=== block 1 ===
==> block_1/pinout.png <==
Drawn at 3 px/micron. Pins as bars across the die edge, other pins in gray.
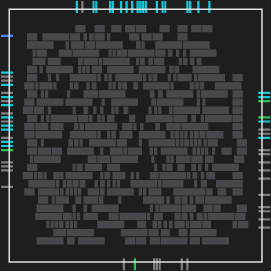

`src/rtl/afifo_word_packer.sv`:
```
// Packs bytes popped from an async FIFO read port into LANES-wide words with per-lane enables.
// Latency: a word is presented the cycle after its last byte (or flush/timeout) is taken.
// Backpressure: while a word waits for word_ready, no byte is popped, so the afifo fills up.
module afifo_word_packer #(
  parameter int DATA_WIDTH = 8,
  parameter int LANES      = 4,
  parameter int TIMEOUT    = 16
) (
  input  logic                          rclk,
  input  logic                          r_nrst,
  input  logic                          empty,
  input  logic [DATA_WIDTH-1:0]         rdata,
  output logic                          rinc,
  input  logic                          flush,
  output logic                          word_valid,
  input  logic                          word_ready,
  output logic [DATA_WIDTH*LANES-1:0]   word_data,
  output logic [LANES-1:0]              byte_en,
  output logic [15:0]                   word_cnt
);

  // lane_cnt must be able to hold LANES (the value after the last lane is filled).
  localparam int LW = $clog2(LANES + 1);
  localparam int IW = $clog2(TIMEOUT + 1);

  typedef enum logic {FILL, HOLD} state_t;

  state_t                        state, state_nxt;
  logic [LW-1:0]                 lane_cnt, lane_cnt_nxt;
  logic [IW-1:0]                 idle_cnt, idle_cnt_nxt;
  logic [DATA_WIDTH*LANES-1:0]   data_nxt;
  logic [LANES-1:0]              be_nxt;
  logic [15:0]                   cnt_nxt;

  logic handshake;
  logic timeout_hit;
  logic flush_eff;

  // Pop strobe: free-running in FILL, only alongside a handshake in HOLD; silenced during reset.
  always_comb begin
    rinc        = r_nrst & ~empty & ((state == FILL) | ((state == HOLD) & word_ready));
    word_valid  = (state == HOLD);
    handshake   = (state == HOLD) & word_ready;
    timeout_hit = (state == FILL) && (lane_cnt != '0) && (idle_cnt == IW'(TIMEOUT - 1));
    flush_eff   = flush | timeout_hit;
  end

  // Next-state and datapath update for the FILL/HOLD machine.
  always_comb begin
    state_nxt    = state;
    lane_cnt_nxt = lane_cnt;
    data_nxt     = word_data;
    be_nxt       = byte_en;
    cnt_nxt      = word_cnt;
    case (state)
      FILL: begin
        if (rinc) begin
          for (int i = 0; i < LANES; i++) begin
            if (lane_cnt == LW'(i)) begin
              data_nxt[i*DATA_WIDTH +: DATA_WIDTH] = rdata;
              be_nxt[i] = 1'b1;
            end
          end
          lane_cnt_nxt = lane_cnt + LW'(1);
        end
        // A same-cycle byte rides along with a flush; an empty flush is dropped.
        if ((rinc && (lane_cnt == LW'(LANES - 1))) ||
            (flush_eff && ((lane_cnt != '0) || rinc))) begin
          state_nxt = HOLD;
        end
      end
      HOLD: begin
        if (handshake) begin
          state_nxt    = FILL;
          cnt_nxt      = word_cnt + 16'd1;
          data_nxt     = '0;
          be_nxt       = '0;
          lane_cnt_nxt = '0;
          // The next word starts in the handshake cycle so a steady stream has no bubbles.
          if (rinc) begin
            data_nxt[DATA_WIDTH-1:0] = rdata;
            be_nxt                   = LANES'(1);
            lane_cnt_nxt             = LW'(1);
          end
        end
      end
      default: state_nxt = FILL;
    endcase

    // Idle timer only runs while a partial word sits in FILL without new bytes.
    if (rinc || (state == HOLD) || (lane_cnt == '0) || timeout_hit) begin
      idle_cnt_nxt = '0;
    end else begin
      idle_cnt_nxt = idle_cnt + IW'(1);
    end
  end

  // FSM state register.
  always_ff @(posedge rclk or negedge r_nrst) begin
    if (!r_nrst) begin
      state <= FILL;
    end else begin
      state <= state_nxt;
    end
  end

  // Datapath registers; reset discards any partial word.
  always_ff @(posedge rclk or negedge r_nrst) begin
    if (!r_nrst) begin
      lane_cnt  <= '0;
      idle_cnt  <= '0;
      word_data <= '0;
      byte_en   <= '0;
      word_cnt  <= '0;
    end else begin
      lane_cnt  <= lane_cnt_nxt;
      idle_cnt  <= idle_cnt_nxt;
      word_data <= data_nxt;
      byte_en   <= be_nxt;
      word_cnt  <= cnt_nxt;
    end
  end

endmodule

```
`config.mk`:
```
export PLATFORM = sky130hd
export DESIGN_NAME = afifo_word_packer
export DESIGN_NICKNAME = d
export VERILOG_FILES = /design/src/rtl/afifo_word_packer.sv
export SDC_FILE = /design/constraint.sdc
export NUM_CORES = 1
export LEC_CHECK = 0
export ABC_AREA = 1
export ABC_CLOCK_PERIOD_IN_PS = 3250
export CORE_MARGIN = 4
export CORE_UTILIZATION = 50
export DETAILED_ROUTE_END_ITERATION = 8
export PLACE_DENSITY_LB_ADDON = 0.25
export SLEW_MARGIN = 20
export SYNTH_ARGS = -nofsm -noshare
export SYNTH_HDL_FRONTEND = slang
export SYNTH_SLANG_ARGS = --single-unit
```
`constraint.sdc`:
```
create_clock -name rclk -period 3.25 [get_ports rclk]
set_clock_uncertainty 0.2 [all_clocks]
set_input_delay 0.65 -clock rclk [delete_from_list [all_inputs] [get_ports rclk]]
set_output_delay 0.65 -clock rclk [all_outputs]
set_load 0.01 [all_outputs]
```
=== block 2 ===
--- src/rtl/upsamp_sched_if.sv ---
// Mapper-side symbol stream and register bus of the upsampler symbol scheduler.
interface upsamp_sched_if #(
    parameter int DATA_W = 4
);
    logic [DATA_W-1:0] sym_in;
    logic              sym_valid;
    logic              sym_ready;
    logic              cfg_wr;
    logic              cfg_rd;
    logic [7:0]        cfg_addr;
    logic [11:0]       cfg_wdata;
    logic [11:0]       cfg_rdata;

    modport master (
        output sym_in, sym_valid, cfg_wr, cfg_rd, cfg_addr, cfg_wdata,
        input  sym_ready, cfg_rdata
    );

    modport slave (
        input  sym_in, sym_valid, cfg_wr, cfg_rd, cfg_addr, cfg_wdata,
        output sym_ready, cfg_rdata
    );
endinterface

--- src/rtl/upsamp_sched.sv ---
// Symbol scheduler: buffers mapper symbols, issues one per upsampling period, owns the rate register.
// Optional feature: define UPSAMP_UNDERRUN_CNT_EN for the saturating underrun counter at 0x03.
module upsamp_sched #(
    parameter int FIFO_DEPTH = 4,
    parameter int RATE_W     = 9,
    parameter int DATA_W     = 4
) (
    input  logic              clk,
    input  logic              rst,
    upsamp_sched_if.slave     bus,
    output logic [DATA_W-1:0] data_in,
    output logic              valid_data,
    output logic [RATE_W-1:0] upsampling_rate,
    output logic              busy,
    output logic              underrun
);
    localparam int AW = $clog2(FIFO_DEPTH);
    localparam int LW = AW + 1;

    typedef enum logic [1:0] {
        S_IDLE  = 2'd0,
        S_ISSUE = 2'd1,
        S_HOLD  = 2'd2
    } state_t;

    state_t            state;
    logic [DATA_W-1:0] mem [FIFO_DEPTH];
    logic [AW:0]       wr_ptr, rd_ptr;
    logic [LW-1:0]     level, lvl_next;
    logic              full, empty, empty_next;
    logic              push, pop;
    logic              ctrl_en, flush_q;
    logic [RATE_W-1:0] rate_shadow, r_eff, cnt;
    logic              wr_ctrl, wr_rate, wr_ucnt;
    logic [11:0]       status, rd_mux, ucnt_rd;
    state_t            end_state;
    logic              end_und;
    logic              unused_wdata;

    assign unused_wdata = ^bus.cfg_wdata;

    assign level         = wr_ptr - rd_ptr;
    assign full          = (level == LW'(FIFO_DEPTH));
    assign empty         = (level == '0);
    assign bus.sym_ready = !full;
    // A push landing in the flush cycle is discarded along with the buffer contents.
    assign push          = bus.sym_valid && !full && !flush_q;
    assign pop           = (state == S_ISSUE);
    assign lvl_next      = level + LW'(push) - LW'(pop);
    assign empty_next    = flush_q || (lvl_next == '0);

    assign r_eff     = (rate_shadow == '0) ? RATE_W'(1) : rate_shadow;
    assign end_state = (ctrl_en && !empty_next) ? S_ISSUE : S_IDLE;
    assign end_und   = ctrl_en && empty_next;

    assign wr_ctrl = bus.cfg_wr && (bus.cfg_addr == 8'h00);
    assign wr_rate = bus.cfg_wr && (bus.cfg_addr == 8'h01);
    assign wr_ucnt = bus.cfg_wr && (bus.cfg_addr == 8'h03);

    always_ff @(posedge clk) begin
        if (push) mem[wr_ptr[AW-1:0]] <= bus.sym_in;
    end

    always_ff @(posedge clk or negedge rst) begin
        if (!rst) begin
            wr_ptr <= '0;
            rd_ptr <= '0;
        end else if (flush_q) begin
            wr_ptr <= '0;
            rd_ptr <= '0;
        end else begin
            if (push) wr_ptr <= wr_ptr + 1'b1;
            if (pop)  rd_ptr <= rd_ptr + 1'b1;
        end
    end

    always_ff @(posedge clk or negedge rst) begin
        if (!rst) begin
            ctrl_en     <= 1'b0;
            flush_q     <= 1'b0;
            rate_shadow <= '0;
        end else begin
            flush_q <= wr_ctrl && bus.cfg_wdata[1];
            if (wr_ctrl) ctrl_en     <= bus.cfg_wdata[0];
            if (wr_rate) rate_shadow <= bus.cfg_wdata[RATE_W-1:0];
        end
    end

    always_ff @(posedge clk or negedge rst) begin
        if (!rst) begin
            state           <= S_IDLE;
            data_in         <= '0;
            valid_data      <= 1'b0;
            upsampling_rate <= '0;
            cnt             <= '0;
            busy            <= 1'b0;
            underrun        <= 1'b0;
        end else begin
            valid_data <= 1'b0;
            underrun   <= 1'b0;
            case (state)
                S_IDLE: begin
                    if (ctrl_en && !empty && !flush_q) begin
                        state <= S_ISSUE;
                        busy  <= 1'b1;
                    end
                end
                S_ISSUE: begin
                    data_in         <= mem[rd_ptr[AW-1:0]];
                    valid_data      <= 1'b1;
                    upsampling_rate <= rate_shadow;
                    cnt             <= r_eff - RATE_W'(1);
                    if (r_eff == RATE_W'(1)) begin
                        state    <= end_state;
                        busy     <= (end_state != S_IDLE);
                        underrun <= end_und;
                    end else begin
                        state <= S_HOLD;
                    end
                end
                S_HOLD: begin
                    // cnt==1 marks the final cycle of the symbol period.
                    if (cnt == RATE_W'(1)) begin
                        state    <= end_state;
                        busy     <= (end_state != S_IDLE);
                        underrun <= end_und;
                    end else begin
                        cnt <= cnt - RATE_W'(1);
                    end
                end
                default: begin
                    state <= S_IDLE;
                    busy  <= 1'b0;
                end
            endcase
        end
    end

`ifdef UPSAMP_UNDERRUN_CNT_EN
    logic [7:0] ucnt;

    always_ff @(posedge clk or negedge rst) begin
        if (!rst) begin
            ucnt <= '0;
        end else if (wr_ucnt) begin
            ucnt <= '0;
        end else if (underrun && (ucnt != 8'hFF)) begin
            ucnt <= ucnt + 8'd1;
        end
    end

    assign ucnt_rd = {4'b0000, ucnt};
`else
    logic unused_ucnt;
    assign unused_ucnt = wr_ucnt;
    assign ucnt_rd     = '0;
`endif

    always_comb begin
        status      = '0;
        status[9:8] = state;
        status[2:0] = 3'(level);
    end

    always_comb begin
        rd_mux = '0;
        case (bus.cfg_addr)
            8'h00:   rd_mux = {11'd0, ctrl_en};
            8'h01:   rd_mux = 12'(rate_shadow);
            8'h02:   rd_mux = status;
            8'h03:   rd_mux = ucnt_rd;
            default: rd_mux = '0;
        endcase
    end

    always_ff @(posedge clk or negedge rst) begin
        if (!rst) begin
            bus.cfg_rdata <= '0;
        end else if (bus.cfg_rd) begin
            bus.cfg_rdata <= rd_mux;
        end
    end
endmodule

--- src/flat_wrapper.sv ---
// flat-port wrapper written by rule: the top's interface ports become plain ports
module upsamp_sched_flat 
#(
    parameter int FIFO_DEPTH = 4,
    parameter int RATE_W     = 9,
    parameter int DATA_W     = 4
)
  (clk, rst, data_in, valid_data, upsampling_rate, busy, underrun, bus_sym_in, bus_sym_valid, bus_cfg_wr, bus_cfg_rd, bus_cfg_addr, bus_cfg_wdata, bus_sym_ready, bus_cfg_rdata);
  upsamp_sched_if #(.DATA_W(DATA_W)) bus_i ();
  input  logic clk;
  input  logic rst;
  output logic [DATA_W-1:0] data_in;
  output logic valid_data;
  output logic [RATE_W-1:0] upsampling_rate;
  output logic busy;
  output logic underrun;
  input wire logic [$bits(bus_i.sym_in)-1:0] bus_sym_in;
  input wire logic [$bits(bus_i.sym_valid)-1:0] bus_sym_valid;
  input wire logic [$bits(bus_i.cfg_wr)-1:0] bus_cfg_wr;
  input wire logic [$bits(bus_i.cfg_rd)-1:0] bus_cfg_rd;
  input wire logic [$bits(bus_i.cfg_addr)-1:0] bus_cfg_addr;
  input wire logic [$bits(bus_i.cfg_wdata)-1:0] bus_cfg_wdata;
  output wire logic [$bits(bus_i.sym_ready)-1:0] bus_sym_ready;
  output wire logic [$bits(bus_i.cfg_rdata)-1:0] bus_cfg_rdata;
  assign bus_i.sym_in = bus_sym_in;
  assign bus_i.sym_valid = bus_sym_valid;
  assign bus_i.cfg_wr = bus_cfg_wr;
  assign bus_i.cfg_rd = bus_cfg_rd;
  assign bus_i.cfg_addr = bus_cfg_addr;
  assign bus_i.cfg_wdata = bus_cfg_wdata;
  assign bus_sym_ready = bus_i.sym_ready;
  assign bus_cfg_rdata = bus_i.cfg_rdata;
  upsamp_sched #(.FIFO_DEPTH(FIFO_DEPTH), .RATE_W(RATE_W), .DATA_W(DATA_W)) u_core (.clk(clk), .rst(rst), .bus(bus_i), .data_in(data_in), .valid_data(valid_data), .upsampling_rate(upsampling_rate), .busy(busy), .underrun(underrun));
endmodule
--- config.mk ---
export PLATFORM = sky130hd
export DESIGN_NAME = upsamp_sched_flat
export DESIGN_NICKNAME = d
export VERILOG_FILES = /design/src/rtl/upsamp_sched_if.sv /design/src/rtl/upsamp_sched.sv /design/src/flat_wrapper.sv
export SDC_FILE = /design/constraint.sdc
export NUM_CORES = 1
export LEC_CHECK = 0
export ABC_CLOCK_PERIOD_IN_PS = 3500
export CAP_MARGIN = 10
export CORE_UTILIZATION = 45
export DETAILED_ROUTE_END_ITERATION = 10
export PLACE_DENSITY = 0.69
export SLEW_MARGIN = 20
export SYNTH_ARGS = -nofsm -noshare
export SYNTH_HDL_FRONTEND = slang
export SYNTH_SLANG_ARGS = --single-unit
--- constraint.sdc ---
create_clock -name clk -period 3.5 [get_ports clk]
set_clock_uncertainty 0.1 [all_clocks]
set_input_delay 0.7 -clock clk [delete_from_list [all_inputs] [get_ports clk]]
set_output_delay 0.7 -clock clk [all_outputs]
set_load 0.01 [all_outputs]
=== block 3 ===
==> src/rtl/ristretto_pcu_pkg.sv <==
// Shared types and constants for the ristretto pipeline control unit.
package ristretto_pcu_pkg;

  typedef enum logic [1:0] {
    RUN   = 2'b00,
    MULTI = 2'b01,
    WAIT  = 2'b10,
    FLUSH = 2'b11
  } pcu_state_t;

  typedef enum logic [1:0] {
    PEN_NONE   = 2'b00,
    PEN_LONG   = 2'b01,
    PEN_BUBBLE = 2'b10,
    PEN_VAR    = 2'b11
  } penality_code_t;

  // Penalty code a flushed slot carries out of the decode/execute register.
  localparam penality_code_t DEC_EXE_FLUSH_PEN = PEN_BUBBLE;

  // Wide enough for LongLatCycles-1 (max 14) and FlushCycles-1 (max 2).
  localparam int unsigned CNT_W = 4;

endpackage

==> src/rtl/ristretto_pcu_counter.sv <==
// Loadable down-counter with zero flag; stops at zero instead of wrapping.
module ristretto_pcu_counter
  import ristretto_pcu_pkg::*;
#(
  parameter int unsigned Width = CNT_W
) (
  input  logic             clk_i,
  input  logic             rst_i,
  input  logic             clr_i,
  input  logic             load_i,
  input  logic [Width-1:0] load_val_i,
  input  logic             dec_i,
  output logic [Width-1:0] count_o,
  output logic             zero_o
);

  localparam logic [Width-1:0] CntZero = {Width{1'b0}};
  localparam logic [Width-1:0] CntOne  = Width'(1);

  logic [Width-1:0] count_r;

  // Count register: clear beats load beats decrement.
  always_ff @(posedge clk_i) begin
    if (rst_i) begin
      count_r <= CntZero;
    end else if (clr_i) begin
      count_r <= CntZero;
    end else if (load_i) begin
      count_r <= load_val_i;
    end else if (dec_i && (count_r != CntZero)) begin
      count_r <= count_r - CntOne;
    end else begin
      count_r <= count_r;
    end
  end

  assign count_o = count_r;
  assign zero_o  = (count_r == CntZero);

endmodule

==> src/rtl/ristretto_pipe_ctrl_unit.sv <==
// Pipeline control unit: stall/flush sequencing for the IF/DEC and DEC/EXE
// registers driven by execute-stage penalties, redirects, hazards and LSU stalls.
module ristretto_pipe_ctrl_unit
  import ristretto_pcu_pkg::*;
#(
  parameter int unsigned LongLatCycles = 2,
  parameter int unsigned FlushCycles   = 2,
  parameter int unsigned TimeoutCycles = 64
) (
  input  logic       clk_i,
  input  logic       rst_i,
  input  logic       exe_new_instr_i,
  input  logic [1:0] exe_penality_i,
  input  logic       exe_done_i,
  input  logic       exe_redirect_i,
  input  logic       dec_hazard_i,
  input  logic       lsu_stall_i,
  output logic       pc_stall_o,
  output logic       if_dec_stall_o,
  output logic       dec_exe_stall_o,
  output logic       if_dec_flush_o,
  output logic       dec_exe_flush_o,
  output logic       busy_o,
  output logic       timeout_o
);

  localparam int unsigned TmoW = $clog2(TimeoutCycles + 1);
  localparam logic [CNT_W-1:0] LongLoad  = CNT_W'(LongLatCycles - 1);
  localparam logic [CNT_W-1:0] FlushLoad = CNT_W'(FlushCycles - 1);
  localparam logic [CNT_W-1:0] CntOne    = CNT_W'(1);
  localparam logic [TmoW-1:0]  TmoZero   = {TmoW{1'b0}};
  localparam logic [TmoW-1:0]  TmoOne    = TmoW'(1);
  localparam logic [TmoW-1:0]  TmoMax    = TmoW'(TimeoutCycles);
  localparam logic [TmoW-1:0]  TmoLast   = TmoW'(TimeoutCycles - 1);

  pcu_state_t     state_r, state_s;
  penality_code_t pen_s;
  logic           quiet_r, busy_r, timeout_r;
  logic [TmoW-1:0]  tmo_cnt_r;
  logic [CNT_W-1:0] multi_cnt_s, flush_cnt_s;
  logic multi_zero_s, flush_zero_s;
  logic stall_s, flush_s, hazard_s;
  logic multi_load_s, multi_dec_s, multi_clr_s, flush_load_s, flush_dec_s;
  logic tmo_clr_s, tmo_inc_s, tmo_set_s;

  ristretto_pcu_counter #(.Width(CNT_W)) u_multi_cnt (
    .clk_i(clk_i), .rst_i(rst_i), .clr_i(multi_clr_s), .load_i(multi_load_s),
    .load_val_i(LongLoad), .dec_i(multi_dec_s), .count_o(multi_cnt_s), .zero_o(multi_zero_s)
  );

  ristretto_pcu_counter #(.Width(CNT_W)) u_flush_cnt (
    .clk_i(clk_i), .rst_i(rst_i), .clr_i(1'b0), .load_i(flush_load_s),
    .load_val_i(FlushLoad), .dec_i(flush_dec_s), .count_o(flush_cnt_s), .zero_o(flush_zero_s)
  );

  // Next state and combinational stall/flush decisions; quiet_r keeps the cycle after reset idle.
  always_comb begin
    state_s = state_r;
    pen_s = penality_code_t'(exe_penality_i);
    stall_s = 1'b0;
    flush_s = 1'b0;
    hazard_s = 1'b0;
    multi_load_s = 1'b0;
    multi_dec_s = 1'b0;
    multi_clr_s = 1'b0;
    flush_load_s = 1'b0;
    flush_dec_s = 1'b0;
    tmo_clr_s = 1'b0;
    tmo_inc_s = 1'b0;
    tmo_set_s = 1'b0;
    if (rst_i || quiet_r) begin
      state_s = RUN;
    end else if (exe_redirect_i) begin
      flush_s = 1'b1;
      multi_clr_s = 1'b1;
      tmo_clr_s = 1'b1;
      if (FlushCycles > 1) begin
        flush_load_s = 1'b1;
        state_s = FLUSH;
      end else begin
        state_s = RUN;
      end
    end else if (lsu_stall_i && (state_r != FLUSH)) begin
      stall_s = 1'b1;
    end else begin
      case (state_r)
        RUN: begin
          if (exe_new_instr_i) begin
            case (pen_s)
              PEN_LONG: begin
                stall_s = 1'b1;
                if (LongLatCycles > 1) begin
                  multi_load_s = 1'b1;
                  state_s = MULTI;
                end else begin
                  state_s = RUN;
                end
              end
              PEN_VAR: begin
                if (!exe_done_i) begin
                  stall_s = 1'b1;
                  tmo_clr_s = 1'b1;
                  state_s = WAIT;
                end else begin
                  state_s = RUN;
                end
              end
              default: state_s = RUN;
            endcase
          end else begin
            state_s = RUN;
          end
          // A concurrent stall already holds decode, so the bubble is only injected otherwise.
          hazard_s = dec_hazard_i && !stall_s;
        end
        MULTI: begin
          stall_s = 1'b1;
          multi_dec_s = 1'b1;
          if ((multi_cnt_s == CntOne) || multi_zero_s) begin
            state_s = RUN;
          end else begin
            state_s = MULTI;
          end
        end
        WAIT: begin
          if (exe_done_i) begin
            state_s = RUN;
          end else begin
            stall_s = 1'b1;
            tmo_inc_s = 1'b1;
            if (tmo_cnt_r >= TmoLast) begin
              tmo_set_s = 1'b1;
              state_s = RUN;
            end else begin
              state_s = WAIT;
            end
          end
        end
        FLUSH: begin
          flush_s = 1'b1;
          flush_dec_s = 1'b1;
          if ((flush_cnt_s <= CntOne) || flush_zero_s) begin
            state_s = RUN;
          end else begin
            state_s = FLUSH;
          end
        end
        default: state_s = RUN;
      endcase
    end
  end

  // State, post-reset quiet flag and registered status outputs.
  always_ff @(posedge clk_i) begin
    quiet_r <= rst_i;
    if (rst_i) begin
      state_r   <= RUN;
      busy_r    <= 1'b0;
      timeout_r <= 1'b0;
    end else begin
      state_r   <= state_s;
      busy_r    <= (state_s != RUN);
      timeout_r <= timeout_r | tmo_set_s;
    end
  end

  // Saturating timeout counter for the variable-latency wait.
  always_ff @(posedge clk_i) begin
    if (rst_i || tmo_clr_s) begin
      tmo_cnt_r <= TmoZero;
    end else if (tmo_inc_s && (tmo_cnt_r != TmoMax)) begin
      tmo_cnt_r <= tmo_cnt_r + TmoOne;
    end else begin
      tmo_cnt_r <= tmo_cnt_r;
    end
  end

  assign pc_stall_o      = stall_s | hazard_s;
  assign if_dec_stall_o  = stall_s | hazard_s;
  assign dec_exe_stall_o = stall_s;
  assign if_dec_flush_o  = flush_s;
  assign dec_exe_flush_o = flush_s | hazard_s;
  assign busy_o          = busy_r & ~rst_i;
  assign timeout_o       = timeout_r & ~rst_i;

endmodule

==> config.mk <==
export PLATFORM = sky130hd
export DESIGN_NAME = ristretto_pipe_ctrl_unit
export DESIGN_NICKNAME = d
export VERILOG_FILES = /design/src/rtl/ristretto_pcu_pkg.sv /design/src/rtl/ristretto_pcu_counter.sv /design/src/rtl/ristretto_pipe_ctrl_unit.sv
export SDC_FILE = /design/constraint.sdc
export NUM_CORES = 1
export LEC_CHECK = 0
export CAP_MARGIN = 40
export CELL_PAD_IN_SITES_DETAIL_PLACEMENT = 1
export CELL_PAD_IN_SITES_GLOBAL_PLACEMENT = 2
export CORE_MARGIN = 5
export CORE_UTILIZATION = 35
export CTS_BUF_LIST = sky130_fd_sc_hd__clkbuf_4 sky130_fd_sc_hd__clkbuf_8 sky130_fd_sc_hd__clkbuf_16
export CTS_CLUSTER_DIAMETER = 200
export DETAILED_ROUTE_END_ITERATION = 8
export PLACE_DENSITY_LB_ADDON = 0.25
export SLEW_MARGIN = 20
export SYNTH_ARGS = -nofsm -noshare
export SYNTH_HDL_FRONTEND = slang
export SYNTH_HIERARCHICAL = 1
export SYNTH_SLANG_ARGS = --single-unit
==> constraint.sdc <==
create_clock -name clk_i -period 4.5 [get_ports clk_i]
set_input_delay 0.9 -clock clk_i [delete_from_list [all_inputs] [get_ports clk_i]]
set_output_delay 0.9 -clock clk_i [all_outputs]
set_load 0.005 [all_outputs]
==> block_3/pinout.png <==
Drawn at 4 px/micron. Pins as bars across the die edge, other pins in gray.
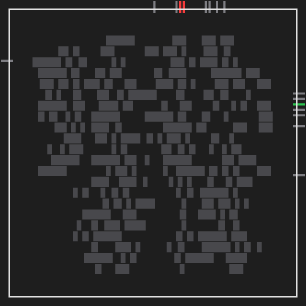
color	port	pins	direction	edge
green	dec_exe_stall_o	1	output	right
red	exe_penality_i	2	input	top

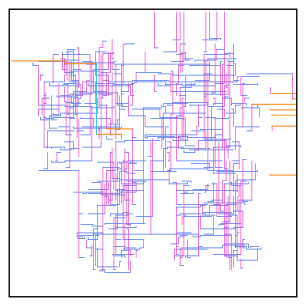
(block_3/layers.png)
Drawn at 4 px/micron.
color	layer	wire length
blue	M1	1,400 microns
magenta	M2	1,660 microns
cyan	M4	17.7 microns
orange	M3	76.1 microns

==> flow_summary.toml, block 3 <==
# yosys + openroad results
[setup_path]
cp_slowest_cell = "clkdlybuf4s50_1"
critical_path_arrival_ns = 2.71
path_class = "input port to primary output"
crit_end = "pc_stall_o"
r2r-start = "quiet_r"
crit_top_cell = "clkdlybuf4s50_1"
cpPeakStageDelay_ns = 0.67
cp.required_ns = 3.60
ff2ff_path_depth = 6
path_depth = 6

[clock_tree]
cts-root-buf = "clkbuf_8"
worstSkewPairLatency_ns = 0.25
clockBufferDepth = 2
clock_sinks = 20
hold_buffers = 0

[timing]
max_freq_mhz = 277.3
hold_slack_ns = 0.5358
grt_setup_unrepaired = "false"
worst_slack_ns = 0.8939

[run_status]
status = "finished clean"

[pwr]
comb_power_w = 0.0000453
p_comb_frac = 0.131
power-top-group = "sequential cells"
pg_clk_w = 0.000115
clock_power_share = 0.333
power_density_nw_per_um2 = 217.4

[drt]
wl_met2_microns = 1658
first_pass_iters = 4
drtAntennaViolNets = 0
drcViolationCount = 0
routed.top_layer = "met4"
via_per_inst = 5.236
vias = 1220

[floorplanning]
die_w_microns = 71.53
tap-cell-count = 48

[grt]
grt_use_met3 = 0.02665
grt_usage = 0.1318
grt_util_met2 = 0.2449
grt_pass1_vias = 1282
antenna_found_initial = 0

[final_layout]
nFillCells = 466
areaGrowthSynthToFinish_pct = 19.74
dominant_cells = "combinational gates"
nNonClkInverters = 19
clkbuf_count = 3
sh_comb_area = 0.5426
n_antenna_cell = 0
most-common-layout-cells = "20 x dfxtp_1, 17 x inv_1, 15 x clkdlybuf4s50_1"
buf_share = 0.09464
top_register = "tmo_cnt_r"
final_area_sq_um = 1587

[placed_design]
port-buffer-count = 15
dpl_cell_area_sq_um = 1545
dp_slack_ns = 0.8605
post-dp-hpwl_microns = 2586
place.gp.congestion = 0.7752

[synth]
yosys_area_sq_um = 1325
async_reset_ff_frac = 0
synthDistinctLibCells = 51
synthMuxAreaShare = 0.02266
ys_cells = 163
ff_type = "dfxtp_1"
ys_seq_share = 0.3022

[flow_run]
tool_warnings = 27

[min_path]
min_path_type = "register to register"
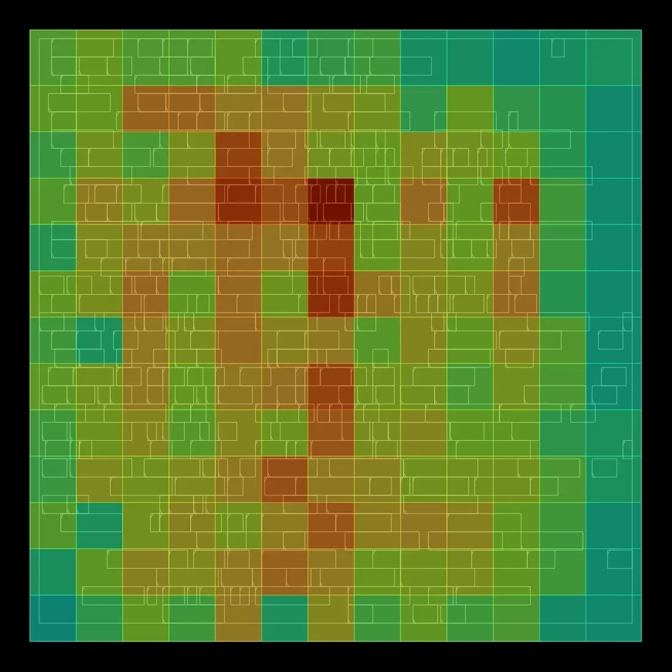
(block_2/congestion_map.png)
busiest grt layer: met2
M2 GR Usage: 0.2904
DR WL/cell: 15.83 microns

==> flow_summary.toml, block 2 <==
# yosys + openroad results
[run_status]
status = "finished clean"

[synth]
synthTopCellsByArea = "dfrtp_1 38%, edfxtp_1 13%, mux2_2 7.3%, ha_1 5.6%, mux4_2 2.5%"
synth_top_cell_by_area = "dfrtp_1"
yosysWarnings = 0
common_cells = "54 x dfrtp_1, 23 x mux2_2, 23 x nor2_1"
synthMuxAreaShare = 0.1118
ff_type = "dfrtp_1"
topCombFamilyByArea = "simple AND/OR/NAND/NOR gates"
syn_area_per_cell_sq_um = 12.18
synthMostInstantiatedCell = "dfrtp_1"

[pwr]
p_seq_w = 0.00124
irDropWorstVdd_mv = 0.5164
switching_share = 0.3694
comb_power_w = 0.00159
power-top-group = "combinational logic"

[timing]
max_freq_mhz = 311.0
worst_slack_ns = 0.2850
hold_slack_ns = 0.3850
tns_ns = 0
grt_setup_unrepaired = "false"
finalCritPeriodShare = 0.9186
finalMaxSlewViolations = 0

[setup_path]
r2r-start = "u_core.wr_ptr[0]"
path_depth = 11
reg2reg_slack_ns = 0.28
crit_start = "u_core.wr_ptr[0]"
ff2ff_path_depth = 11
crit_path_end_kind = "register"
critPathTopFamily = "adder cells"
cp_slowest_cell = "fa_1"
cp.required_ns = 3.60
critical_path_arrival_ns = 3.32

[clock_tree]
cts-root-buf = "clkbuf_8"
worstSkewPairLatency_ns = 0.35
cts_tree = "yes"
cts_buffers = 9
htree_levels = 3

[final_layout]
final_util = 0.5747
seq_area_frac = 0.4146
nFillCells = 662
areaGrowthSynthToFinish_pct = 23.76
dominant_cells = "flip-flops and latches"
final_nets = 399
final-clk-cell-share = 0.04560
most-common-layout-cells = "54 x dfrtp_1, 50 x clkdlybuf4s50_1, 23 x nor2_1, 23 x mux2_2, 18 x inv_1"
nNonClkInverters = 18

[placed_design]
port-buffer-count = 52
place.gp.congestion = 0.7891
dp_slack_ns = 0.1888
dpl_cell_area_sq_um = 4210

[drt]
routed.top_layer = "met4"
wl_microns = 7264
drcViolationCount = 0
wl_met3_microns = 338

[floorplanning]
fp_util = 0.4644
io_pins = 58

[grt]
use_met1 = 0.2628
antenna_found_initial = 0
overflow = 0
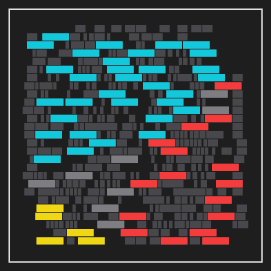
(block_1/ff_map.png)
Drawn at 3 px/micron. Other sequential cells in the stronger gray, the rest of the logic in the fainter gray.
color	netlist name	placed flops
cyan	word_data	32
red	word_cnt	16
yellow	idle_cnt	5
not colored	8
seq pwr: 0.00118 W
Final Util: 0.6863
FF/Latch Area: 1526 sq um
Seq area share: 0.4014

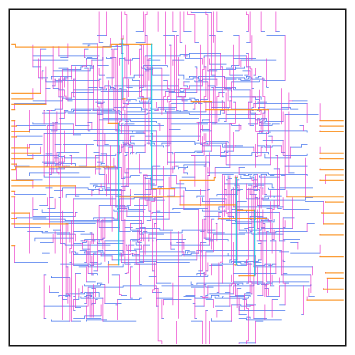
(block_1/layers.png)
Drawn at 4 px/micron.
color	layer	wire length
cyan	M4	124 microns
blue	M1	2,790 microns
orange	M3	354 microns
magenta	M2	2,940 microns

Notes on block_1/pinout.png above:
color	port	pins	direction	edge
cyan	word_data	32	output	19 top, 9 left, 4 right
green	byte_en	4	output	2 right, 1 left, 1 bottom
blue	rclk	1	input	left
die height: 83.75 microns
die width: 83.75 microns

==> flow_summary.toml, block 1 <==
# yosys + openroad results
[run_status]
status = "finished clean"

[floorplanning]
rows = 27
tap-cell-count = 72
fp_util = 0.5178

[synth]
syn_nets = 322
ys_sh_aoi = 0.07763
netlist_area_sq_um = 2869
async_reset_ff_frac = 1.000
common_cells = "70 x nand2_1, 61 x dfrtp_1, 40 x inv_1"
synth-edff-count = 0
ys_sh_simple = 0.2412
syn_area_per_cell_sq_um = 9.532
topCombFamilyByArea = "simple AND/OR/NAND/NOR gates"
synth_top_cell_by_area = "dfrtp_1"
ys_sh_adder = 0.03489
synth_top_area_share = 0.5321
postSynthCellCount = 301
yosysWarnings = 0
ys_sh_xor = 0.04230
synthMuxAreaShare = 0

[final_layout]
lay_top_count = "nand2_1"
areaGrowthSynthToFinish_pct = 32.53
final-clk-cell-share = 0.05627
nNonClkBuffers = 68
n_antenna_cell = 0
nNonClkInverters = 44
logic_gate_count = 190
stdcell_count = 450
ff_count = 61
sh_comb_area = 0.2988

[grt]
grt_first_pass_wirelength_microns = 10810
antenna_found_initial = 0
grt_pass1_vias = 2326
use_met1 = 0.2441
grt_util_met2 = 0.3087

[drt]
drtAntennaViolNets = 0
wl_microns = 6212
first_pass_iters = 4
drcViolationCount = 0
wl_met2_microns = 2942

[pwr]
power.total_w = 0.003080
irDropWorstVdd_mv = 0.4136
clock_power_share = 0.238
intPower_w = 0.002010
p_comb_frac = 0.380

[timing]
grt_setup_unrepaired = "false"
tns_ns = 0
hold_violations = 0
max_freq_mhz = 338.2

[min_path]
hold_end = "word_cnt[15]"
hold_depth = 1

[setup_path]
cp_num_buf_inv = 4
r2r-start = "word_valid"
critPathTopFamily = "buffers and inverters"
crit_path_end_kind = "primary output"
crit_end = "rinc"

[clock_tree]
cts-root-buf = "clkbuf_8"
clock_sinks = 61
htree_levels = 3
worstSkewPairLatency_ns = 0.33
hold_buffers = 0
clk_pin_slew_ns = 0.06
ctsResizeCount = 0
cts_tree = "yes"

[placed_design]
dpl_cell_area_sq_um = 3588
dp_slack_ns = 0.2794

=== block 4 ===
==> block_4/layers.png <==
Drawn at 4 px/micron.
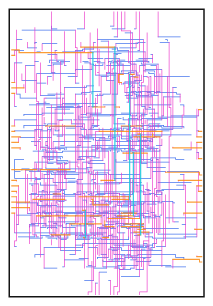

`config.mk`:
```
export PLATFORM = sky130hd
export DESIGN_NAME = train_phase_timer
export DESIGN_NICKNAME = d
export VERILOG_FILES = /design/src/rtl/train_phase_timer.sv
export SDC_FILE = /design/constraint.sdc
export NUM_CORES = 1
export LEC_CHECK = 0
export CORE_ASPECT_RATIO = 1.5
export CORE_UTILIZATION = 50
export DETAILED_ROUTE_END_ITERATION = 10
export GPL_ROUTABILITY_DRIVEN = 0
export PLACE_DENSITY_LB_ADDON = 0.2
export SLEW_MARGIN = 20
export SYNTH_ARGS = -nofsm -noshare
export SYNTH_HDL_FRONTEND = slang
export SYNTH_SLANG_ARGS = --single-unit
```
`constraint.sdc`:
```
create_clock -name clk -period 5.3 [get_ports clk]
set_clock_uncertainty 0.2 [all_clocks]
set_input_delay 1.59 -clock clk [delete_from_list [all_inputs] [get_ports clk]]
set_output_delay 1.59 -clock clk [all_outputs]
set_load 0.01 [all_outputs]
```
`src/rtl/train_phase_timer.sv`:
```
`default_nettype none
// +--------------------------------------------------------------------------+
// | train_phase_timer: loads the selected phase duration on a controller     |
// | state change and counts it down on prescaler ticks.  Rev 1.0             |
// +--------------------------------------------------------------------------+
module train_phase_timer #(
  parameter int WIDTH = 19,
  parameter int SW    = 4
) (
  input  logic             clk,
  input  logic             rst_n,
  input  logic [WIDTH-1:0] tin,
  input  logic [SW-1:0]    present_state,
  input  logic             tick_en,
  input  logic             abort,
  output logic [WIDTH-1:0] tcount,
  output logic             busy,
  output logic             done,
  output logic             expired
);

  localparam logic [1:0] ST_IDLE    = 2'd0;
  localparam logic [1:0] ST_RUN     = 2'd1;
  localparam logic [1:0] ST_EXPIRED = 2'd2;

  localparam logic [WIDTH-1:0] C_ONE = {{(WIDTH-1){1'b0}}, 1'b1};

  logic [1:0]       state_q, state_d;
  logic [SW-1:0]    prev_state_q, prev_state_d;
  logic [WIDTH-1:0] tcount_q, tcount_d;
  logic             done_q, done_d;
  logic             expired_q, expired_d;
  logic             w_load_req;

  assign w_load_req = (present_state != prev_state_q);

  always_comb begin
    state_d      = state_q;
    tcount_d     = tcount_q;
    expired_d    = expired_q;
    done_d       = 1'b0;
    prev_state_d = present_state;

    if (abort) begin
      // Cancel wins over a same-cycle load; prev_state still tracks so the load is lost.
      state_d   = ST_IDLE;
      tcount_d  = '0;
      expired_d = 1'b0;
    end else if (w_load_req) begin
      expired_d = 1'b0;
      tcount_d  = tin;
      state_d   = (tin != '0) ? ST_RUN : ST_IDLE;
    end else if (state_q == ST_RUN && tick_en) begin
      if (tcount_q > C_ONE) begin
        tcount_d = tcount_q - C_ONE;
      end else begin
        tcount_d  = '0;
        state_d   = ST_EXPIRED;
        done_d    = 1'b1;
        expired_d = 1'b1;
      end
    end
  end

  always_ff @(posedge clk or negedge rst_n) begin
    if (!rst_n) begin
      state_q      <= ST_IDLE;
      prev_state_q <= '0;
      tcount_q     <= '0;
      done_q       <= 1'b0;
      expired_q    <= 1'b0;
    end else begin
      state_q      <= state_d;
      prev_state_q <= prev_state_d;
      tcount_q     <= tcount_d;
      done_q       <= done_d;
      expired_q    <= expired_d;
    end
  end

  assign tcount  = tcount_q;
  assign busy    = (state_q == ST_RUN);
  assign done    = done_q;
  assign expired = expired_q;

endmodule
`default_nettype wire

```
=== block 5 ===
## src/rtl/mod_n_cascade_counter.sv

```systemverilog
// Multi-digit modulo-RADIX up/down counter with synchronous parallel load,
// per-digit load range checking and a combinational cascade carry-out (TC).
module mod_n_cascade_counter #(
  parameter int DIGITS = 4,
  parameter int RADIX  = 10,
  parameter int DW     = 4
) (
  input  logic                 clk,
  input  logic                 reset,
  input  logic                 counter_on,
  input  logic                 carry_in,
  input  logic                 count_up,
  input  logic                 load,
  input  logic [DIGITS*DW-1:0] data_in,
  output logic [DIGITS*DW-1:0] count,
  output logic                 TC,
  output logic                 load_err
);

  // The range compare is one bit wider than a digit so RADIX = 2**DW
  // does not wrap to zero and reject every value.
  localparam logic [DW-1:0] MAX_DIGIT = DW'(RADIX - 1);
  localparam logic [DW:0]   RADIX_EXT = (DW + 1)'(RADIX);

  logic [DIGITS*DW-1:0] step_value;
  logic [DIGITS*DW-1:0] load_value;
  logic [DIGITS:0]      ripple;
  logic [DIGITS-1:0]    digit_bad;

  // ripple[i] = every digit below i sits at the terminal value for the
  // current direction, so digit i moves on this step.
  assign ripple[0] = 1'b1;

  for (genvar i = 0; i < DIGITS; i++) begin : g_digit
    logic [DW-1:0] digit;
    logic [DW-1:0] in_digit;
    logic          digit_term;

    assign digit      = count[i*DW +: DW];
    assign digit_term = count_up ? (digit == MAX_DIGIT) : (digit == '0);

    assign step_value[i*DW +: DW] =
        !ripple[i] ? digit :
        digit_term ? (count_up ? '0 : MAX_DIGIT) :
        count_up   ? digit + 1'b1 : digit - 1'b1;

    assign ripple[i+1] = ripple[i] & digit_term;

    assign in_digit               = data_in[i*DW +: DW];
    assign digit_bad[i]           = {1'b0, in_digit} >= RADIX_EXT;
    assign load_value[i*DW +: DW] = digit_bad[i] ? '0 : in_digit;
  end

  // Pure combinational so the next instance's carry_in sees it this cycle.
  assign TC = counter_on & carry_in & ~load & ~reset & ripple[DIGITS];

  // NOTE: state registers use non-blocking assignments so every flop samples
  // pre-edge values; blocking here would let ordering leak between flops.
  always_ff @(posedge clk) begin
    if (reset) begin
      count    <= '0;
      load_err <= 1'b0;
    end else if (load) begin
      count    <= load_value;
      load_err <= |digit_bad;
    end else if (counter_on && carry_in) begin
      count <= step_value;
    end
  end

endmodule
```

## config.mk

```make
export PLATFORM = sky130hd
export DESIGN_NAME = mod_n_cascade_counter
export DESIGN_NICKNAME = d
export VERILOG_FILES = /design/src/rtl/mod_n_cascade_counter.sv
export SDC_FILE = /design/constraint.sdc
export NUM_CORES = 1
export LEC_CHECK = 0
export ABC_AREA = 1
export CAP_MARGIN = 20
export CORE_MARGIN = 5
export CORE_UTILIZATION = 45
export DETAILED_ROUTE_END_ITERATION = 8
export PLACE_DENSITY = 0.77
export SETUP_SLACK_MARGIN = 0.4
export SLEW_MARGIN = 15
export SYNTH_ARGS = -nofsm -noshare
export SYNTH_HDL_FRONTEND = slang
export SYNTH_SLANG_ARGS = --single-unit
```

## constraint.sdc

```tcl
create_clock -name clk -period 1.5 [get_ports clk]
set_input_delay 0.15 -clock clk [delete_from_list [all_inputs] [get_ports clk]]
set_output_delay 0.15 -clock clk [all_outputs]
set_load 0.02 [all_outputs]
```

=== block 6 ===
File: src/rtl/coherent_bus_ctrl_if.sv
// Bundle of request, snoop, memory and response signals between the snooping bus controller
// and the attached caches/memory.
interface coherent_bus_ctrl_if #(
  parameter int unsigned NUM_CORES = 4,
  parameter int unsigned ADDR_W    = 32,
  parameter int unsigned DATA_W    = 32
);
  localparam int unsigned SRC_W = $clog2(NUM_CORES);

  // per-core requests
  logic [NUM_CORES-1:0]        req;
  logic [2*NUM_CORES-1:0]      req_type;
  logic [NUM_CORES*ADDR_W-1:0] req_addr;
  logic [NUM_CORES*DATA_W-1:0] req_data;
  logic [NUM_CORES-1:0]        gnt;

  // snoop broadcast and replies
  logic                        snoop_valid;
  logic [1:0]                  snoop_type;
  logic [ADDR_W-1:0]           snoop_addr;
  logic [SRC_W-1:0]            snoop_src;
  logic [NUM_CORES-1:0]        snoop_hit;
  logic [NUM_CORES-1:0]        snoop_dirty;
  logic [NUM_CORES*DATA_W-1:0] snoop_data;

  // memory port
  logic                        mem_req;
  logic                        mem_we;
  logic [ADDR_W-1:0]           mem_addr;
  logic [DATA_W-1:0]           mem_wdata;
  logic                        mem_ack;
  logic [DATA_W-1:0]           mem_rdata;

  // response
  logic [NUM_CORES-1:0]        resp_valid;
  logic [DATA_W-1:0]           resp_data;
  logic                        resp_shared;
  logic                        coh_err;

  modport master (
    input  req, req_type, req_addr, req_data,
    input  snoop_hit, snoop_dirty, snoop_data,
    input  mem_ack, mem_rdata,
    output gnt,
    output snoop_valid, snoop_type, snoop_addr, snoop_src,
    output mem_req, mem_we, mem_addr, mem_wdata,
    output resp_valid, resp_data, resp_shared, coh_err
  );

  modport slave (
    output req, req_type, req_addr, req_data,
    output snoop_hit, snoop_dirty, snoop_data,
    output mem_ack, mem_rdata,
    input  gnt,
    input  snoop_valid, snoop_type, snoop_addr, snoop_src,
    input  mem_req, mem_we, mem_addr, mem_wdata,
    input  resp_valid, resp_data, resp_shared, coh_err
  );
endinterface

File: src/rtl/coherent_bus_ctrl.sv
// Snooping coherence bus controller: round-robin arbitration, one-cycle snoop broadcast,
// dirty-owner intervention with memory write-back, and a single-cycle response.
module coherent_bus_ctrl #(
  parameter int unsigned NUM_CORES = 4,
  parameter int unsigned ADDR_W    = 32,
  parameter int unsigned DATA_W    = 32
) (
  input  logic                 clk,
  input  logic                 rst_n,
  coherent_bus_ctrl_if.master  bus
);
  localparam int unsigned SRC_W = $clog2(NUM_CORES);

  localparam logic [1:0] TypeRdMs = 2'b00;
  localparam logic [1:0] TypeWrMs = 2'b01;
  localparam logic [1:0] TypeWrBk = 2'b10;

  localparam logic [NUM_CORES-1:0] OneHot0 = {{(NUM_CORES-1){1'b0}}, 1'b1};
  localparam logic [SRC_W:0]       NumCoresW = (SRC_W+1)'(NUM_CORES);
  localparam logic [SRC_W-1:0]     LastCore  = SRC_W'(NUM_CORES - 1);

  typedef enum logic [2:0] {
    StIdle,
    StSnoop,
    StMemRd,
    StMemWr,
    StResp
  } state_e;

  state_e               state_q, state_d;
  logic [SRC_W-1:0]     rr_ptr_q, rr_ptr_d;
  logic [SRC_W-1:0]     src_q, src_d;
  logic [1:0]           type_q, type_d;
  logic [ADDR_W-1:0]    addr_q, addr_d;
  logic [DATA_W-1:0]    data_q, data_d;
  logic [NUM_CORES-1:0] gnt_q, gnt_d;
  logic                 shared_q, shared_d;
  logic                 coh_err_q, coh_err_d;

  // Round-robin pick: first requester at or above rr_ptr, wrapping.
  logic             req_found;
  logic [SRC_W-1:0] req_idx;
  logic [SRC_W:0]   cand;
  logic [1:0]       req_type_sel;

  always_comb begin
    req_found = 1'b0;
    req_idx   = '0;
    cand      = '0;
    for (int unsigned i = 0; i < NUM_CORES; i++) begin
      cand = {1'b0, rr_ptr_q} + (SRC_W+1)'(i);
      if (cand >= NumCoresW) cand = cand - NumCoresW;
      if (!req_found && bus.req[cand[SRC_W-1:0]]) begin
        req_found = 1'b1;
        req_idx   = cand[SRC_W-1:0];
      end
    end
  end

  assign req_type_sel = bus.req_type[req_idx*2 +: 2];

  // Snoop replies with the requester's own bits masked off.
  logic [NUM_CORES-1:0] src_oh;
  logic [NUM_CORES-1:0] hit_m;
  logic [NUM_CORES-1:0] dirty_m;
  logic [SRC_W-1:0]     owner_idx;
  logic [DATA_W-1:0]    owner_data;
  logic                 multi_dirty;

  assign src_oh      = OneHot0 << src_q;
  assign hit_m       = bus.snoop_hit & ~src_oh;
  assign dirty_m     = bus.snoop_dirty & ~src_oh;
  assign multi_dirty = |(dirty_m & (dirty_m - OneHot0));

  // Downward scan so the lowest dirty index wins.
  always_comb begin
    owner_idx = '0;
    for (int i = int'(NUM_CORES) - 1; i >= 0; i--) begin
      if (dirty_m[i]) owner_idx = SRC_W'(i);
    end
  end

  assign owner_data = bus.snoop_data[owner_idx*DATA_W +: DATA_W];

  always_comb begin
    state_d   = state_q;
    rr_ptr_d  = rr_ptr_q;
    src_d     = src_q;
    type_d    = type_q;
    addr_d    = addr_q;
    data_d    = data_q;
    gnt_d     = gnt_q;
    shared_d  = shared_q;
    coh_err_d = 1'b0;

    unique case (state_q)
      StIdle: begin
        if (req_found) begin
          src_d    = req_idx;
          type_d   = req_type_sel;
          addr_d   = bus.req_addr[req_idx*ADDR_W +: ADDR_W];
          data_d   = bus.req_data[req_idx*DATA_W +: DATA_W];
          gnt_d    = OneHot0 << req_idx;
          shared_d = 1'b0;
          unique case (req_type_sel)
            TypeRdMs, TypeWrMs: state_d = StSnoop;
            TypeWrBk:           state_d = StMemWr;
            default:            state_d = StResp;
          endcase
        end
      end
      StSnoop: begin
        shared_d  = (type_q == TypeRdMs) && (|hit_m);
        coh_err_d = multi_dirty;
        if (!(|dirty_m)) begin
          state_d = StMemRd;
        end else begin
          // Owner supplies the line; a read also writes it back to memory.
          data_d  = owner_data;
          state_d = (type_q == TypeRdMs) ? StMemWr : StResp;
        end
      end
      StMemRd: begin
        if (bus.mem_ack) begin
          data_d  = bus.mem_rdata;
          state_d = StResp;
        end
      end
      StMemWr: begin
        if (bus.mem_ack) state_d = StResp;
      end
      StResp: begin
        state_d  = StIdle;
        gnt_d    = '0;
        rr_ptr_d = (src_q == LastCore) ? '0 : src_q + SRC_W'(1);
      end
      default: state_d = StIdle;
    endcase
  end

  always_ff @(posedge clk or negedge rst_n) begin
    if (!rst_n) begin
      state_q   <= StIdle;
      rr_ptr_q  <= '0;
      src_q     <= '0;
      type_q    <= '0;
      addr_q    <= '0;
      data_q    <= '0;
      gnt_q     <= '0;
      shared_q  <= 1'b0;
      coh_err_q <= 1'b0;
    end else begin
      state_q   <= state_d;
      rr_ptr_q  <= rr_ptr_d;
      src_q     <= src_d;
      type_q    <= type_d;
      addr_q    <= addr_d;
      data_q    <= data_d;
      gnt_q     <= gnt_d;
      shared_q  <= shared_d;
      coh_err_q <= coh_err_d;
    end
  end

  logic in_snoop, in_mem, in_resp;

  assign in_snoop = (state_q == StSnoop);
  assign in_mem   = (state_q == StMemRd) || (state_q == StMemWr);
  assign in_resp  = (state_q == StResp);

  assign bus.gnt         = gnt_q;
  assign bus.snoop_valid = in_snoop;
  assign bus.snoop_type  = in_snoop ? type_q : '0;
  assign bus.snoop_addr  = in_snoop ? addr_q : '0;
  assign bus.snoop_src   = in_snoop ? src_q : '0;

  assign bus.mem_req   = in_mem;
  assign bus.mem_we    = (state_q == StMemWr);
  assign bus.mem_addr  = in_mem ? addr_q : '0;
  assign bus.mem_wdata = (state_q == StMemWr) ? data_q : '0;

  // Write-backs and reserved requests return no data.
  assign bus.resp_valid  = in_resp ? src_oh : '0;
  assign bus.resp_data   = (in_resp && !type_q[1]) ? data_q : '0;
  assign bus.resp_shared = shared_q;
  assign bus.coh_err     = coh_err_q;

endmodule

File: src/flat_wrapper.sv
// flat-port wrapper written by rule: the top's interface ports become plain ports
module coherent_bus_ctrl_flat 
#(
  parameter int unsigned NUM_CORES = 4,
  parameter int unsigned ADDR_W    = 32,
  parameter int unsigned DATA_W    = 32
)
  (clk, rst_n, bus_req, bus_req_type, bus_req_addr, bus_req_data, bus_snoop_hit, bus_snoop_dirty, bus_snoop_data, bus_mem_ack, bus_mem_rdata, bus_gnt, bus_snoop_valid, bus_snoop_type, bus_snoop_addr, bus_snoop_src, bus_mem_req, bus_mem_we, bus_mem_addr, bus_mem_wdata, bus_resp_valid, bus_resp_data, bus_resp_shared, bus_coh_err);
  coherent_bus_ctrl_if #(.NUM_CORES(NUM_CORES), .ADDR_W(ADDR_W), .DATA_W(DATA_W)) bus_i ();
  input  logic clk;
  input  logic rst_n;
  input wire logic [$bits(bus_i.req)-1:0] bus_req;
  input wire logic [$bits(bus_i.req_type)-1:0] bus_req_type;
  input wire logic [$bits(bus_i.req_addr)-1:0] bus_req_addr;
  input wire logic [$bits(bus_i.req_data)-1:0] bus_req_data;
  input wire logic [$bits(bus_i.snoop_hit)-1:0] bus_snoop_hit;
  input wire logic [$bits(bus_i.snoop_dirty)-1:0] bus_snoop_dirty;
  input wire logic [$bits(bus_i.snoop_data)-1:0] bus_snoop_data;
  input wire logic [$bits(bus_i.mem_ack)-1:0] bus_mem_ack;
  input wire logic [$bits(bus_i.mem_rdata)-1:0] bus_mem_rdata;
  output wire logic [$bits(bus_i.gnt)-1:0] bus_gnt;
  output wire logic [$bits(bus_i.snoop_valid)-1:0] bus_snoop_valid;
  output wire logic [$bits(bus_i.snoop_type)-1:0] bus_snoop_type;
  output wire logic [$bits(bus_i.snoop_addr)-1:0] bus_snoop_addr;
  output wire logic [$bits(bus_i.snoop_src)-1:0] bus_snoop_src;
  output wire logic [$bits(bus_i.mem_req)-1:0] bus_mem_req;
  output wire logic [$bits(bus_i.mem_we)-1:0] bus_mem_we;
  output wire logic [$bits(bus_i.mem_addr)-1:0] bus_mem_addr;
  output wire logic [$bits(bus_i.mem_wdata)-1:0] bus_mem_wdata;
  output wire logic [$bits(bus_i.resp_valid)-1:0] bus_resp_valid;
  output wire logic [$bits(bus_i.resp_data)-1:0] bus_resp_data;
  output wire logic [$bits(bus_i.resp_shared)-1:0] bus_resp_shared;
  output wire logic [$bits(bus_i.coh_err)-1:0] bus_coh_err;
  assign bus_i.req = bus_req;
  assign bus_i.req_type = bus_req_type;
  assign bus_i.req_addr = bus_req_addr;
  assign bus_i.req_data = bus_req_data;
  assign bus_i.snoop_hit = bus_snoop_hit;
  assign bus_i.snoop_dirty = bus_snoop_dirty;
  assign bus_i.snoop_data = bus_snoop_data;
  assign bus_i.mem_ack = bus_mem_ack;
  assign bus_i.mem_rdata = bus_mem_rdata;
  assign bus_gnt = bus_i.gnt;
  assign bus_snoop_valid = bus_i.snoop_valid;
  assign bus_snoop_type = bus_i.snoop_type;
  assign bus_snoop_addr = bus_i.snoop_addr;
  assign bus_snoop_src = bus_i.snoop_src;
  assign bus_mem_req = bus_i.mem_req;
  assign bus_mem_we = bus_i.mem_we;
  assign bus_mem_addr = bus_i.mem_addr;
  assign bus_mem_wdata = bus_i.mem_wdata;
  assign bus_resp_valid = bus_i.resp_valid;
  assign bus_resp_data = bus_i.resp_data;
  assign bus_resp_shared = bus_i.resp_shared;
  assign bus_coh_err = bus_i.coh_err;
  coherent_bus_ctrl #(.NUM_CORES(NUM_CORES), .ADDR_W(ADDR_W), .DATA_W(DATA_W)) u_core (.clk(clk), .rst_n(rst_n), .bus(bus_i));
endmodule
File: config.mk
export PLATFORM = sky130hd
export DESIGN_NAME = coherent_bus_ctrl_flat
export DESIGN_NICKNAME = d
export VERILOG_FILES = /design/src/rtl/coherent_bus_ctrl_if.sv /design/src/rtl/coherent_bus_ctrl.sv /design/src/flat_wrapper.sv
export SDC_FILE = /design/constraint.sdc
export NUM_CORES = 1
export LEC_CHECK = 0
export CORE_AREA = 2 2 225 227
export CTS_BUF_LIST = sky130_fd_sc_hd__clkbuf_8
export DETAILED_ROUTE_END_ITERATION = 10
export DIE_AREA = 0 0 227 229
export PLACE_DENSITY = 0.55
export SYNTH_ARGS = -nofsm -noshare
export SYNTH_HDL_FRONTEND = slang
export SYNTH_SLANG_ARGS = --single-unit
File: constraint.sdc
create_clock -name clk -period 3 [get_ports clk]
set_input_delay 0.6 -clock clk [delete_from_list [all_inputs] [get_ports clk]]
set_output_delay 0.6 -clock clk [all_outputs]
set_load 0.01 [all_outputs]

==> notes/layouts.md <==
Pictures saved along the way, in no particular order.

Ports around the boundary.
picture 1
Drawn at 4 px/micron. Pins as bars across the die edge, other pins in gray.
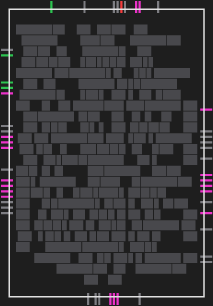
picture 2
Drawn at 1 px/micron. Pins as bars across the die edge, other pins in gray.
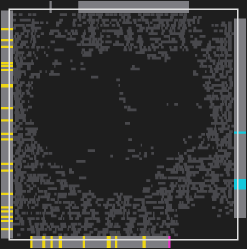
picture 3
Drawn at 4 px/micron. Pins as bars across the die edge, other pins in gray.
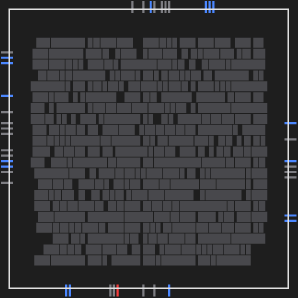
- fewest pins: picture 3
For block 4, see picture 1.
For block 6, see picture 2.
For block 5, see picture 3.

Key to picture 1:
color	port	pins	direction	edge
red	busy	1	output	top
magenta	tin	19	input	8 left, 6 right, 3 bottom, 2 top
green	present_state	4	input	3 left, 1 top
all pins by edge	18 left, 15 right, 9 top, 7 bottom

==> block_5/congestion_map.png <==
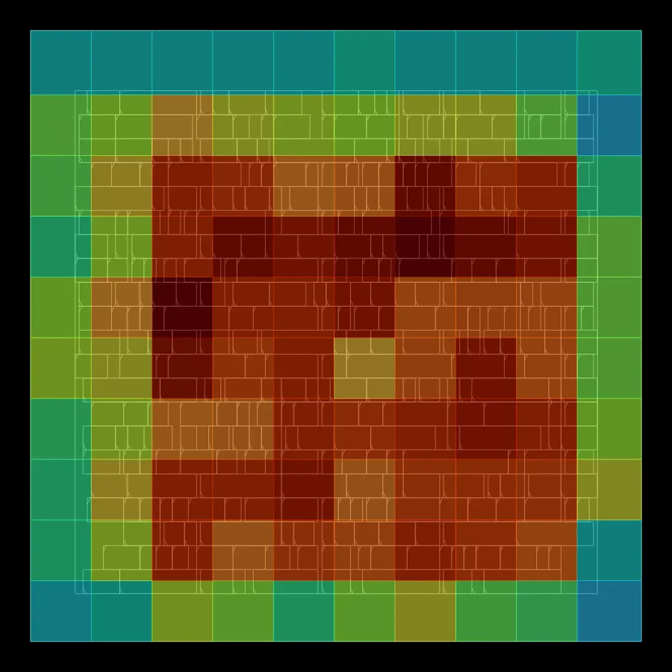
M1 GR Usage: 0.3088
GRT Total Usage: 0.2568
busiest grt layer: met2
M2 GR Usage: 0.4481
Final Util: 0.9236

==> flow_summary.toml, block 5 <==
# yosys + openroad results
[clock_tree]
ctsResizeCount = 146

[synth]
syn_area_per_cell_sq_um = 6.402
synthTopCellsByArea = "dfxtp_1 21%, nand2_1 13%, nor2_1 8.3%, nand3_1 7.6%, inv_1 7.3%"
ys_ff = 17
yosys_area_sq_um = 1588
postSynthCellCount = 248
async_reset_ff_frac = 0

[run_status]
status = "finished with violations"
violations = "setup timing"

[drt]
wl_met2_microns = 3844
vias = 2410
drtAntennaViolNets = 0

[grt]
grt_pass1_vias = 2174
grt_max_degree = 13
grt_first_pass_wirelength_microns = 9998
overflow = 0

[floorplanning]
fp_util = 0.4684
core_sq_um = 3390
tap-cell-count = 46

[pwr]
p_leak_nw = 1.442
power-top-group = "combinational logic"

[final_layout]
reg.largest.list = "count: 16 flops, load_err: 1 flops"
nNonClkBuffers = 99
nNonClkInverters = 34
stdcell_count = 393

[placed_design]
dp_slack_ns = -0.6748
port-buffer-count = 39

[setup_path]
path_class = "register to register"
path_max_fanout = 4
crit_chain = "buf_6 > ha_1 > nor2_1 > nand2_1 > nand2_4 > nor2_2 > nor2_1 > nand2_1 > nand2_1 > nand2_1 > a21oi_1"
cpPeakStageDelay_ns = 0.38
critPathLaunchType = "register"
timing.rr.end = "count[7]"
crit_end = "count[7]"

[timing]
hold_violations = 0
finalSetupViolCount = 11
worst_slack_ns = -0.3100
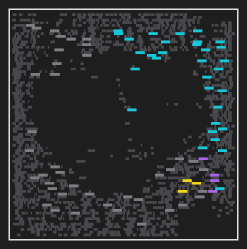
(block_6/ff_map.png)
Drawn at 1 px/micron. Other sequential cells in the stronger gray, the rest of the logic in the fainter gray.
color	netlist name	placed flops
cyan	u_core.addr_q	32
purple	u_core.bus.gnt	4
yellow	u_core.state_q	3
not colored	40

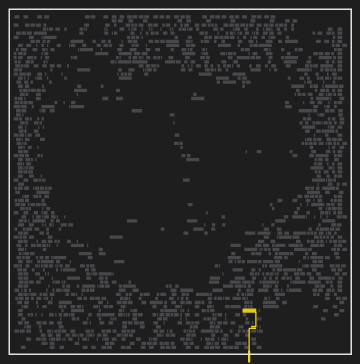
(block_6/port_trees.png)
Drawn at 1.5 px/micron.
color	port	bits	direction	end cells	buffers	wire
yellow	bus_coh_err	1	output	1	1	34.2 microns
I/O Pins: 584
I/O Buffers: 583

==> flow_summary.toml, block 6 <==
# yosys + openroad results
[pwr]
power.total_w = 0.01134
intPower_w = 0.005880
clock_power_share = 0.090
p_seq_w = 0.00218

[drt]
wl_met3_microns = 4114
avgRoutedWirePerCell_microns = 22.88

[synth]
postSynthCellCount = 1000
synth_top_area_share = 0.2640
ys_sh_adder = 0.008020
synthMuxAreaShare = 0.02991
yosysWarnings = 0
synthMostInstantiatedCell = "nand2_1"
ys_sh_aoi = 0.3155
common_cells = "236 x nand2_1, 101 x and2_1, 85 x and3_1"
ys_cells = 1000

[setup_path]
r2r-start = "u_core.src_q[0]"
crit_top_cell = "nor2_4"
critPathLaunchType = "register"
reg2reg_slack_ns = 0.36
cp.required_ns = 2.40

[final_layout]
nNonClkInverters = 7
final_util = 0.2990
lay_top_count = "clkdlybuf4s50_1"
logic_gate_count = 808

[timing]
clock-skew-final_ns = 0.01500
period_needed_ns = 2.902

[grt]
overflow = 0
grt_first_pass_wirelength_microns = 70680

[placed_design]
place.gp.congestion = 0.8960
placed_cells = 2198

[clock_tree]
worstSkewPairLatency_ns = 0.43

[floorplanning]
die_height_microns = 229

[run_status]
status = "finished clean"
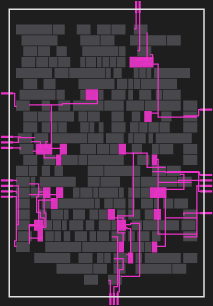
(block_4/port_trees.png)
Drawn at 4 px/micron.
color	port	bits	direction	end cells	buffers	wire
magenta	tin	19	input	24	19	471 microns
I/O Pins: 49
I/O Buffers: 48

## Picture notes: block_4/layers.png
color	layer	wire length
blue	M1	1,760 microns
magenta	M2	2,310 microns
cyan	M4	126 microns
orange	M3	272 microns

==> flow_summary.toml, block 4 <==
# yosys + openroad results
[run_status]
status = "finished clean"

[drt]
wl_met2_microns = 2311
drcViolationCount = 0

[clock_tree]
clock_sinks = 26
post_cts_buffers = 0
htree_levels = 1

[final_layout]
seq_area_frac = 0.3016
nNonClkInverters = 5

[setup_path]
r2r-start = "tcount[0]"
crit_path_end_kind = "register"
cp.required_ns = 5.28
path_depth = 5

[synth]
common_cells = "26 x dfrtp_1, 14 x nor2_1, 14 x xnor2_1"
synthMostInstantiatedCell = "dfrtp_1"
ys_sh_xor = 0.1033
yosysWarnings = 0
ff_type = "dfrtp_1"

[timing]
finalSetupViolCount = 0

[placed_design]
dpl_cell_area_sq_um = 2102

[grt]
grt_max_degree = 25

[pwr]
intPower_w = 0.0003448
power_density_nw_per_um2 = 228.6


==> screenshots <==
Track usage over the die.
image #1
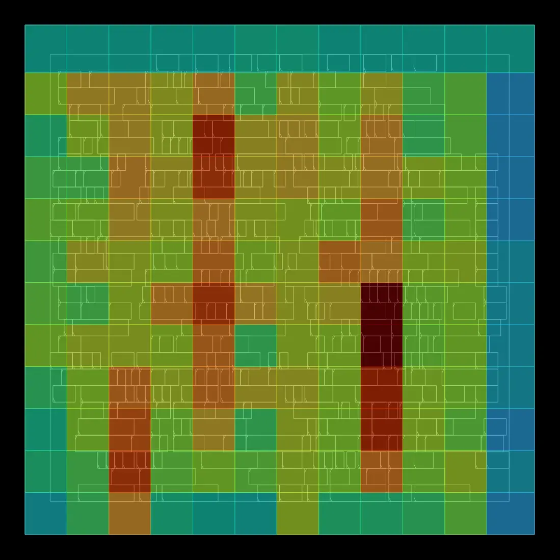
image #2
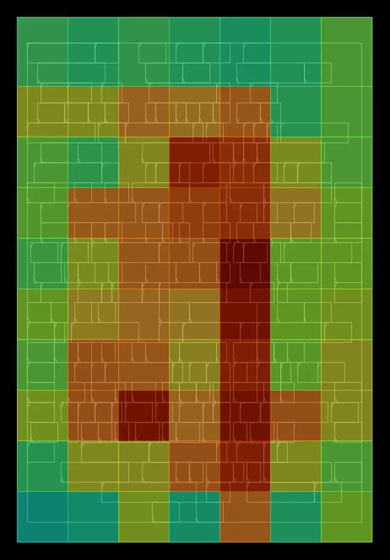
image #3
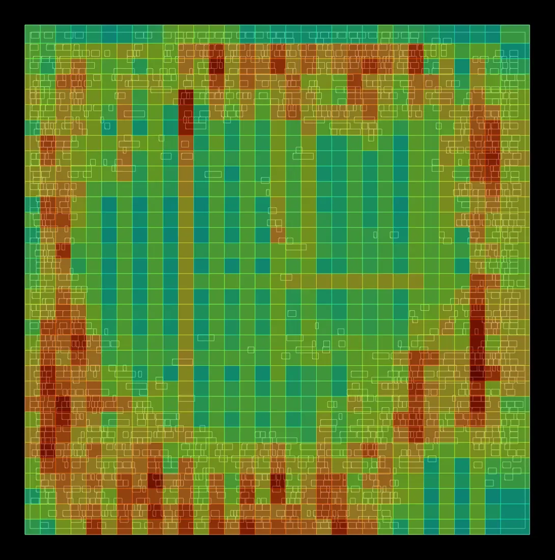
Of these, highest track usage: image #2
Of these, lowest utilization: image #3
Image #3 is block 6.
Image #1 is block 1.
Image #2 is block 4.


## Gallery

Port wiring.
shot_01.png
Drawn at 4 px/micron.
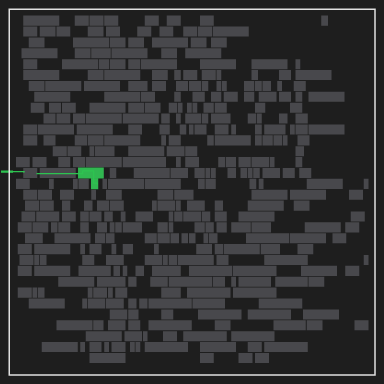
shot_02.png
Drawn at 4 px/micron.
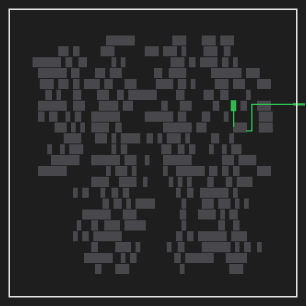
shot_03.png
Drawn at 4 px/micron.
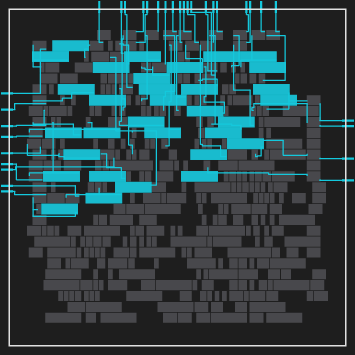
shot_04.png
Drawn at 6 px/micron.
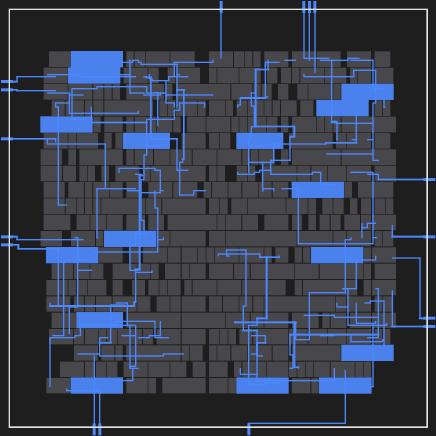
- block 5 = shot_04.png
- block 1 = shot_03.png
- block 3 = shot_02.png
- block 2 = shot_01.png
The one with the largest die is shot_01.png.

Key to shot_02.png:
color	port	bits	direction	end cells	buffers	wire
green	dec_exe_stall_o	1	output	1	1	23.7 microns

Power figures rest on the tool's default switching activity, not on a simulated workload.
